# ---- cw_key_ctrl ----
--- src/rtl/csa_pkg.sv ---
// Shared constants, FSM encoding and group-constant helper for the
// control-word key scheduler.
package csa_pkg;
  localparam int CW_W   = 64;
  localparam int ROUNDS = 7;
  localparam int KK_W   = CW_W * ROUNDS;

  typedef enum logic [1:0] {
    IDLE   = 2'd0,
    EXPAND = 2'd1,
    COMMIT = 2'd2
  } kst_e;

  // Byte value g replicated across a 64-bit key group.
  function automatic logic [CW_W-1:0] grp_const(input logic [7:0] g);
    return {8{g}};
  endfunction
endpackage

--- src/rtl/cw_key_ctrl_key_perm.sv ---
// Single key-schedule round: a fixed 64-bit bit permutation (bijective
// since 29 is odd), so all-zeros and all-ones words are fixed points.
module key_perm (
  input  logic [63:0] i_d,
  output logic [63:0] o_d
);
  for (genvar i = 0; i < 64; i++) begin : g_bit
    assign o_d[i] = i_d[(i * 29 + 11) % 64];
  end
endmodule

--- src/rtl/cw_key_ctrl.sv ---
// Sequential CW key scheduler: one key_perm stage iterated over ROUNDS
// cycles into a shadow register, then committed into an even/odd bank.
module cw_key_ctrl
  import csa_pkg::*;
#(
  parameter int ROUNDS_P = ROUNDS,
  parameter int CW_W_P   = CW_W
) (
  input  logic                         clk,
  input  logic                         rst,
  input  logic [CW_W_P-1:0]            i_ck,
  input  logic                         i_ck_valid,
  input  logic                         i_ck_parity,
  output logic                         o_ck_ready,
  input  logic                         i_sel_parity,
  output logic [ROUNDS_P*CW_W_P-1:0]   o_kk,
  output logic                         o_kk_valid,
  output logic                         o_busy
);
  typedef logic [ROUNDS_P-1:0][CW_W_P-1:0] key_t;

  kst_e              state_q, state_d;
  logic [2:0]        cnt_q, cnt_d;
  logic [CW_W_P-1:0] work_q, work_d;
  logic              par_q, par_d;
  key_t              shadow_q, shadow_d;
  key_t [1:0]        bank_q, bank_d;
  logic [1:0]        valid_q, valid_d;
  logic              ready_q, ready_d;
  logic              busy_q, busy_d;

  logic [CW_W_P-1:0] perm_out;
  logic [2:0]        gidx;

  key_perm u_key_perm (
    .i_d (work_q),
    .o_d (perm_out)
  );

  // Groups are filled from the top down: round 0 lands in group ROUNDS-1.
  assign gidx = 3'(ROUNDS_P - 1) - cnt_q;

  always_comb begin
    state_d  = state_q;
    cnt_d    = cnt_q;
    work_d   = work_q;
    par_d    = par_q;
    shadow_d = shadow_q;
    bank_d   = bank_q;
    valid_d  = valid_q;
    ready_d  = ready_q;
    busy_d   = busy_q;
    case (state_q)
      IDLE: begin
        if (i_ck_valid) begin
          work_d  = i_ck;
          par_d   = i_ck_parity;
          cnt_d   = 3'd0;
          state_d = EXPAND;
          ready_d = 1'b0;
          busy_d  = 1'b1;
        end
      end
      EXPAND: begin
        shadow_d[gidx] = work_q ^ grp_const({5'd0, gidx});
        work_d         = perm_out;
        cnt_d          = cnt_q + 3'd1;
        if (cnt_q == 3'(ROUNDS_P - 1)) state_d = COMMIT;
      end
      COMMIT: begin
        // Only here does a bank change, so no partial key is ever visible.
        bank_d[par_q]  = shadow_q;
        valid_d[par_q] = 1'b1;
        state_d        = IDLE;
        ready_d        = 1'b1;
        busy_d         = 1'b0;
      end
      default: begin
        state_d = IDLE;
        ready_d = 1'b1;
        busy_d  = 1'b0;
      end
    endcase
  end

  always_ff @(posedge clk) begin
    if (!rst) begin
      state_q  <= IDLE;
      cnt_q    <= 3'd0;
      work_q   <= '0;
      par_q    <= 1'b0;
      shadow_q <= '0;
      bank_q   <= '0;
      valid_q  <= 2'b00;
      ready_q  <= 1'b1;
      busy_q   <= 1'b0;
    end else begin
      state_q  <= state_d;
      cnt_q    <= cnt_d;
      work_q   <= work_d;
      par_q    <= par_d;
      shadow_q <= shadow_d;
      bank_q   <= bank_d;
      valid_q  <= valid_d;
      ready_q  <= ready_d;
      busy_q   <= busy_d;
    end
  end

  assign o_ck_ready = ready_q;
  assign o_busy     = busy_q;
  assign o_kk       = bank_q[i_sel_parity];
  assign o_kk_valid = valid_q[i_sel_parity];
endmodule

--- config.mk ---
export PLATFORM = sky130hd
export DESIGN_NAME = cw_key_ctrl
export DESIGN_NICKNAME = d
export VERILOG_FILES = /design/src/rtl/csa_pkg.sv /design/src/rtl/cw_key_ctrl_key_perm.sv /design/src/rtl/cw_key_ctrl.sv
export SDC_FILE = /design/constraint.sdc
export NUM_CORES = 2
export LEC_CHECK = 0
export ABC_CLOCK_PERIOD_IN_PS = 4200
export CORE_UTILIZATION = 62
export DETAILED_ROUTE_END_ITERATION = 16
export PLACE_DENSITY = 0.86
export SETUP_SLACK_MARGIN = 0.02
export SLEW_MARGIN = 10
export SYNTH_ARGS = -nofsm -noshare
export SYNTH_HDL_FRONTEND = slang
export SYNTH_SLANG_ARGS = --single-unit
--- constraint.sdc ---
create_clock -name clk -period 4.2 [get_ports clk]
set_input_delay 0.84 -clock clk [delete_from_list [all_inputs] [get_ports clk]]
set_output_delay 0.84 -clock clk [all_outputs]
set_load 0.1 [all_outputs]
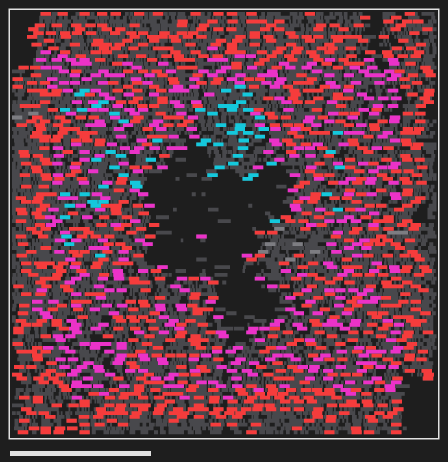
*Sequential cells coloured by netlist name, cw_key_ctrl*
Scale bar: 100 um.
Key: red = bank_q [placed flops 896, where spread over the die]; cyan = work_q [placed flops 64]; magenta = shadow_q [placed flops 448, where spread over the die]
Another 10 sequential cells are not coloured.

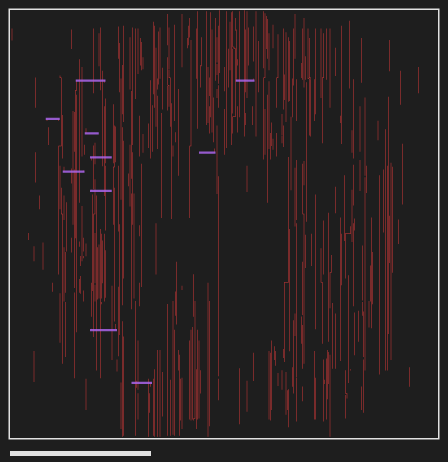
*Routed metal, one colour a layer, cw_key_ctrl*
Scale bar: 100 um. Only two layers are drawn.
Key: red = metal 4 [wire length 15000 um]; purple = metal 5 [wire length 130 um]

==> results.ini <==
[outcome]
status=finished clean

[placed_design]
dp_hpwl_um=116000
placed_cell_area_um2=60900
io_buffers=519

[cells_and_area]
inverters=5
nNonClkBuffers=650
clockNetworkAreaShare=0.0737
largest_reg_flops=896
instances_no_fill=8259
logic_area_um2=25100
clock_buffer_count=214

[power_and_ir_drop]
p_leak_uw=0.0234
seq_power_share=0.492

[clocking]
cts_max_level=4

[flow_run]
drv_cap=0

[sta]
worstMarginPinSlew_ns=1.47
slew_headroom=0.0167
fin_ws_ns=0.842

[setup_path]
r2r_start=cnt_q[0]
start_kind=input pin
crit_fanout=93

[synthesis]
syn_nets=6917
ff_type=dfxtp_1
synth.cell_area_um2=56300
netlist_instances=6846
yosys_area_um2=56300
synthDistinctLibCells=43
mux_share=0.101

[floorplan]
ios=520
fp.dieW_um=303
rows=110

[detailed_routing]
drt.antenna.violating_nets=0

[global_route]
grt_pass1_vias=47830

[worst_hold_path]
hp-start=bank_q[358]
holdCritPathClass=flip-flop to flip-flop

routing by layer:
layer  GRT usage  part of all wire  up-vias
met5           0           0.00066        -
met4       0.296             0.077       20
met3       0.115              0.13      783
met2       0.591              0.43     3389
met1       0.524              0.37    24923
li1            -                 -    23417
worst reg2reg max path, stage by stage (launching register included):
cell and delay (ns):
dfxtp_1 0.65, inv_1 0.14, ha_2 0.57, nand4bb_4 0.75
buf_12 0.48, or3_1 0.51, a21oi_1 0.16
layout by cell type (no fill, tap or decap), types with 3 or more instances in the layout:
master	Yosys	layout
nand2_1	1794	1794
dfxtp_1	1418	1416
a21oi_1	1346	1346
buf_4	7	514
mux2_2	449	449
o21ai_0	383	383
nand3_1	326	326
clkbuf_16	0	148
nor2_1	70	70
clkdlybuf4s50_1	0	69
buf_12	0	66
mux2i_1	64	64
a211oi_1	64	64
o31ai_1	63	63
or3_1	55	55
nand4_1	47	47
diode_2	0	40
clkbuf_1	530	36
clkbuf_8	0	30
clkinv_2	0	20
or4_1	16	16
bufinv_16	0	14
nor3_1	7	7
inv_1	4	3
clkinv_8	0	3

# ---- scarv_cop_issue ----
### Sequential cells coloured by netlist name, scarv_cop_issue

Scale bar: 20 um.
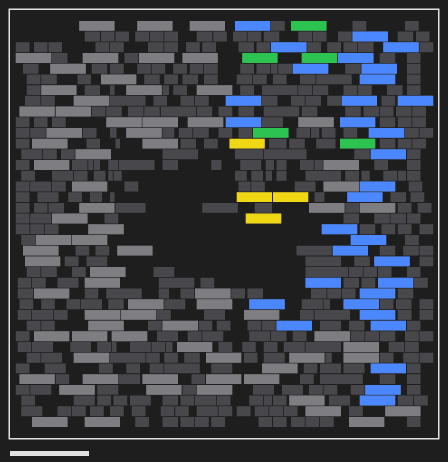
==> src/rtl/scarv_cop_issue.sv <==
// scarv_cop_issue: host-side issue FSM, in-flight credit counter and one-entry COP response slot.
module scarv_cop_issue #(
    parameter int MAX_OUTSTANDING = 4
) (
    input  logic        g_clk,
    input  logic        g_reset,
    input  logic        host_valid,
    output logic        host_ready,
    input  logic [31:0] host_insn_enc,
    input  logic [31:0] host_rs1,
    input  logic        host_abort,
    output logic        cpu_insn_req,
    input  logic        cop_insn_ack,
    output logic        cpu_abort_req,
    output logic [31:0] cpu_insn_enc,
    output logic [31:0] cpu_rs1,
    input  logic        cop_insn_rsp,
    output logic        cpu_insn_ack,
    input  logic        cop_wen,
    input  logic [4:0]  cop_waddr,
    input  logic [31:0] cop_wdata,
    input  logic [2:0]  cop_result,
    output logic        rsp_valid,
    input  logic        rsp_ready,
    output logic        rsp_wen,
    output logic [4:0]  rsp_waddr,
    output logic [31:0] rsp_wdata,
    output logic [2:0]  rsp_result,
    output logic [3:0]  outstanding,
    output logic        err_spurious
);
    typedef enum logic [1:0] {IDLE, REQ, ABORT} state_t;
    state_t      r_state;
    logic        r_req, r_abort, r_err, r_valid, r_wen;
    logic [3:0]  r_cnt;
    logic [4:0]  r_waddr;
    logic [31:0] r_enc, r_rs1, r_wdata;
    logic [2:0]  r_result;
    logic        w_inc, w_dec;
    assign host_ready    = (r_state == IDLE) && (r_cnt < 4'(MAX_OUTSTANDING));
    assign cpu_insn_ack  = !r_valid | rsp_ready;
    assign w_inc         = r_req & cop_insn_ack;
    assign w_dec         = cop_insn_rsp & cpu_insn_ack;
    assign cpu_insn_req  = r_req;
    assign cpu_abort_req = r_abort;
    assign cpu_insn_enc  = r_enc;
    assign cpu_rs1       = r_rs1;
    assign rsp_valid     = r_valid;
    assign rsp_wen       = r_valid & r_wen;
    assign rsp_waddr     = r_waddr;
    assign rsp_wdata     = r_wdata;
    assign rsp_result    = r_result;
    assign outstanding   = r_cnt;
    assign err_spurious  = r_err;
    always_ff @(posedge g_clk or posedge g_reset) begin
        if (g_reset) begin
            r_state <= IDLE;
            r_req   <= 1'b0;
            r_abort <= 1'b0;
            r_enc   <= '0;
            r_rs1   <= '0;
        end else begin
            case (r_state)
                IDLE: if (host_valid && host_ready) begin
                    r_enc   <= host_insn_enc;
                    r_rs1   <= host_rs1;
                    r_req   <= 1'b1;
                    r_state <= REQ;
                end
                // an ack in the same cycle as an abort wins
                REQ: if (cop_insn_ack) begin
                    r_req   <= 1'b0;
                    r_state <= IDLE;
                end else if (host_abort) begin
                    r_req   <= 1'b0;
                    r_abort <= 1'b1;
                    r_state <= ABORT;
                end
                ABORT: begin
                    r_abort <= 1'b0;
                    r_state <= IDLE;
                end
                default: r_state <= IDLE;
            endcase
        end
    end
    always_ff @(posedge g_clk or posedge g_reset) begin
        if (g_reset) begin
            r_cnt <= '0;
            r_err <= 1'b0;
        end else begin
            if (w_inc && !w_dec)
                r_cnt <= r_cnt + 4'd1;
            else if (w_dec && !w_inc && r_cnt != 4'd0)
                r_cnt <= r_cnt - 4'd1;
            if (w_dec && r_cnt == 4'd0)
                r_err <= 1'b1;
        end
    end
    always_ff @(posedge g_clk or posedge g_reset) begin
        if (g_reset) begin
            r_valid  <= 1'b0;
            r_wen    <= 1'b0;
            r_waddr  <= '0;
            r_wdata  <= '0;
            r_result <= '0;
        end else if (w_dec) begin
            r_valid  <= 1'b1;
            r_wen    <= cop_wen;
            r_waddr  <= cop_waddr;
            r_wdata  <= cop_wdata;
            r_result <= cop_result;
        end else if (rsp_ready) begin
            r_valid  <= 1'b0;
        end
    end
endmodule

==> config.mk <==
export PLATFORM = sky130hd
export DESIGN_NAME = scarv_cop_issue
export DESIGN_NICKNAME = d
export VERILOG_FILES = /design/src/rtl/scarv_cop_issue.sv
export SDC_FILE = /design/constraint.sdc
export NUM_CORES = 1
export LEC_CHECK = 0
export CAP_MARGIN = 10
export CORE_UTILIZATION = 40
export CTS_CLUSTER_DIAMETER = 30
export DETAILED_ROUTE_END_ITERATION = 12
export PLACE_DENSITY = 0.8
export SETUP_SLACK_MARGIN = 0.3
export SLEW_MARGIN = 20
export SYNTH_ARGS = -nofsm -noshare
export SYNTH_HDL_FRONTEND = slang
export SYNTH_SLANG_ARGS = --single-unit
==> constraint.sdc <==
create_clock -name g_clk -period 5.2 [get_ports g_clk]
set_clock_uncertainty 0.15 [all_clocks]
set_input_delay 1.04 -clock g_clk [delete_from_list [all_inputs] [get_ports g_clk]]
set_output_delay 1.04 -clock g_clk [all_outputs]
set_load 0.02 [all_outputs]
==> results.ini <==
[outcome]
status=finished clean

[power_and_ir_drop]
seq-power_uw=1440
switching_share=0.316
power_leader=combinational cells
powerComb_uw=1920
power_frac_clock=0.254

[clocking]
clock-sinks=115
cts_max_level=4
cts_made_buffers=17
ctsResizeCount=0
cts_buffer_depth=2
postCtsSetupBuffers=0
cts_root_buffer=clkbuf_16

[sta]
slew_headroom=0.276
setup-violations-final=0
slew_violations=0

[global_route]
grtUsageTotal=0.188
use_met2=0.317
use_met3=0.0681
grt_overflow=0
busiest_layer=met2

[detailed_routing]
met2_length_um=5600
drt_iter0_drc=82
drt.antenna.violating_nets=0

[worst_hold_path]
min_path_cells=1
holdCritPathClass=flip-flop to flip-flop

[setup_path]
worstRegToRegCells=3
critPathTopFamily=buffers and inverters
cp_slowest_cell=clkdlybuf4s50_1
worst-path-stages=3
crit_fanout=5
endpoint=cpu_insn_ack
r2r_start=outstanding[2]

[cells_and_area]
comb_area_frac=0.213
clockNetworkAreaShare=0.0776
seq_share=0.383
nFlopsAndLatches=115

[synthesis]
xor_share=0.00576
yosys_cells=263
netlist_instances=263

[floorplan]
floorplan.core_util=0.415
die_h_um=109
core-area_um2=11000

[flow_run]
tool_warnings=26

About 'Sequential cells coloured by netlist name' of scarv_cop_issue:
Key: yellow = outstanding [placed flops 4, where middle]; green = rsp_waddr [placed flops 5]; blue = rsp_wdata [placed flops 32]
Another 74 sequential cells are not coloured.

-- cells in the mapped netlist --
cell      instances
dfrtp_1         115
nand2_2           1
ha_1              2
a21o_1            1
o41ai_1           1
o31ai_1           1
inv_1             2
mux2i_1           1
buf_6             4
a21oi_1           2
mux2_4           40
o21bai_1          1
or4_1             1
nor2_1            2
nor4b_1           1
buf_4             1
nor4_4            1
mux2_2           59
a21bo_2           1
and2_1            2
fa_1              1
xor2_1            3
nand2b_1          2
nand4b_2          1
mux2_1            8
nand2_1           3
buf_2             6
-- per-stage QoR --
| step | instances | power [uW] | setup WS [ns] | hold slack [ns] | utilization |
|---|---|---|---|---|---|
| finish | 650 | 4510 | 1.63 | 0.322 | 0.684 |
| global route | 650 | 4720 | 1.57 | 0.335 | 0.684 |
| CTS | 650 | 4570 | 1.62 | 0.327 | 0.684 |
| detailed placement | 619 | 3390 | 1.64 | 0.312 | 0.631 |
| global placement | 619 | 3330 | 1.64 | 0.311 | 0.631 |
| floorplan | 263 | 2490 | 0.966 | 0.321 | - |
-- worst register-to-register path, stage by stage (launching register included) --
cell	delay [ns]
dfrtp_1	0.47
nor4_4	0.38
nand2_4	0.60
mux2_1	0.63


==> layout pictures side by side <==
Routing congestion.
Plate I
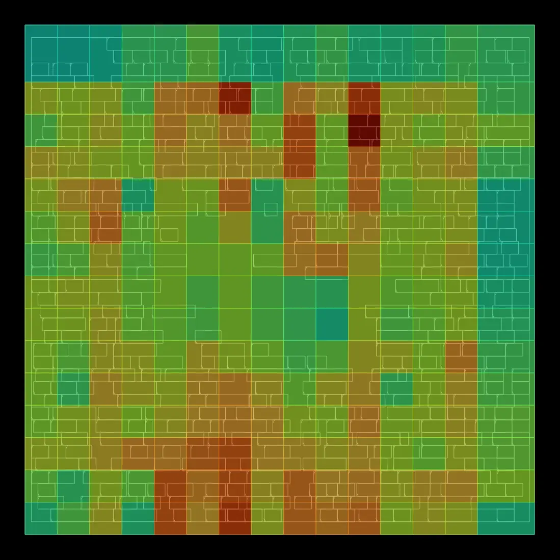
Plate II
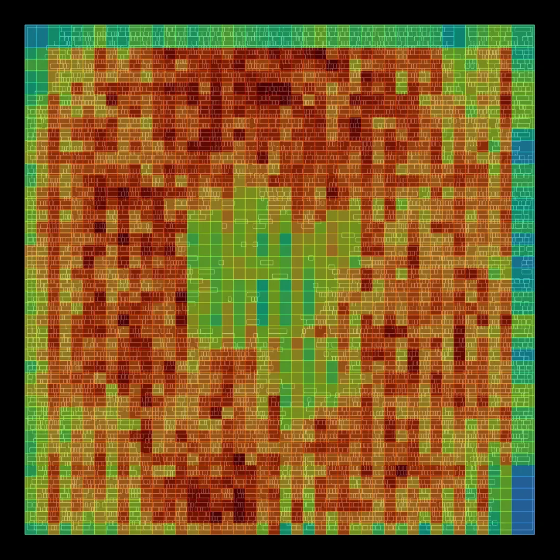
For cw_key_ctrl, see Plate II.
For scarv_cop_issue, see Plate I.

Power figures rest on the tool's default switching activity, not on a simulated workload.
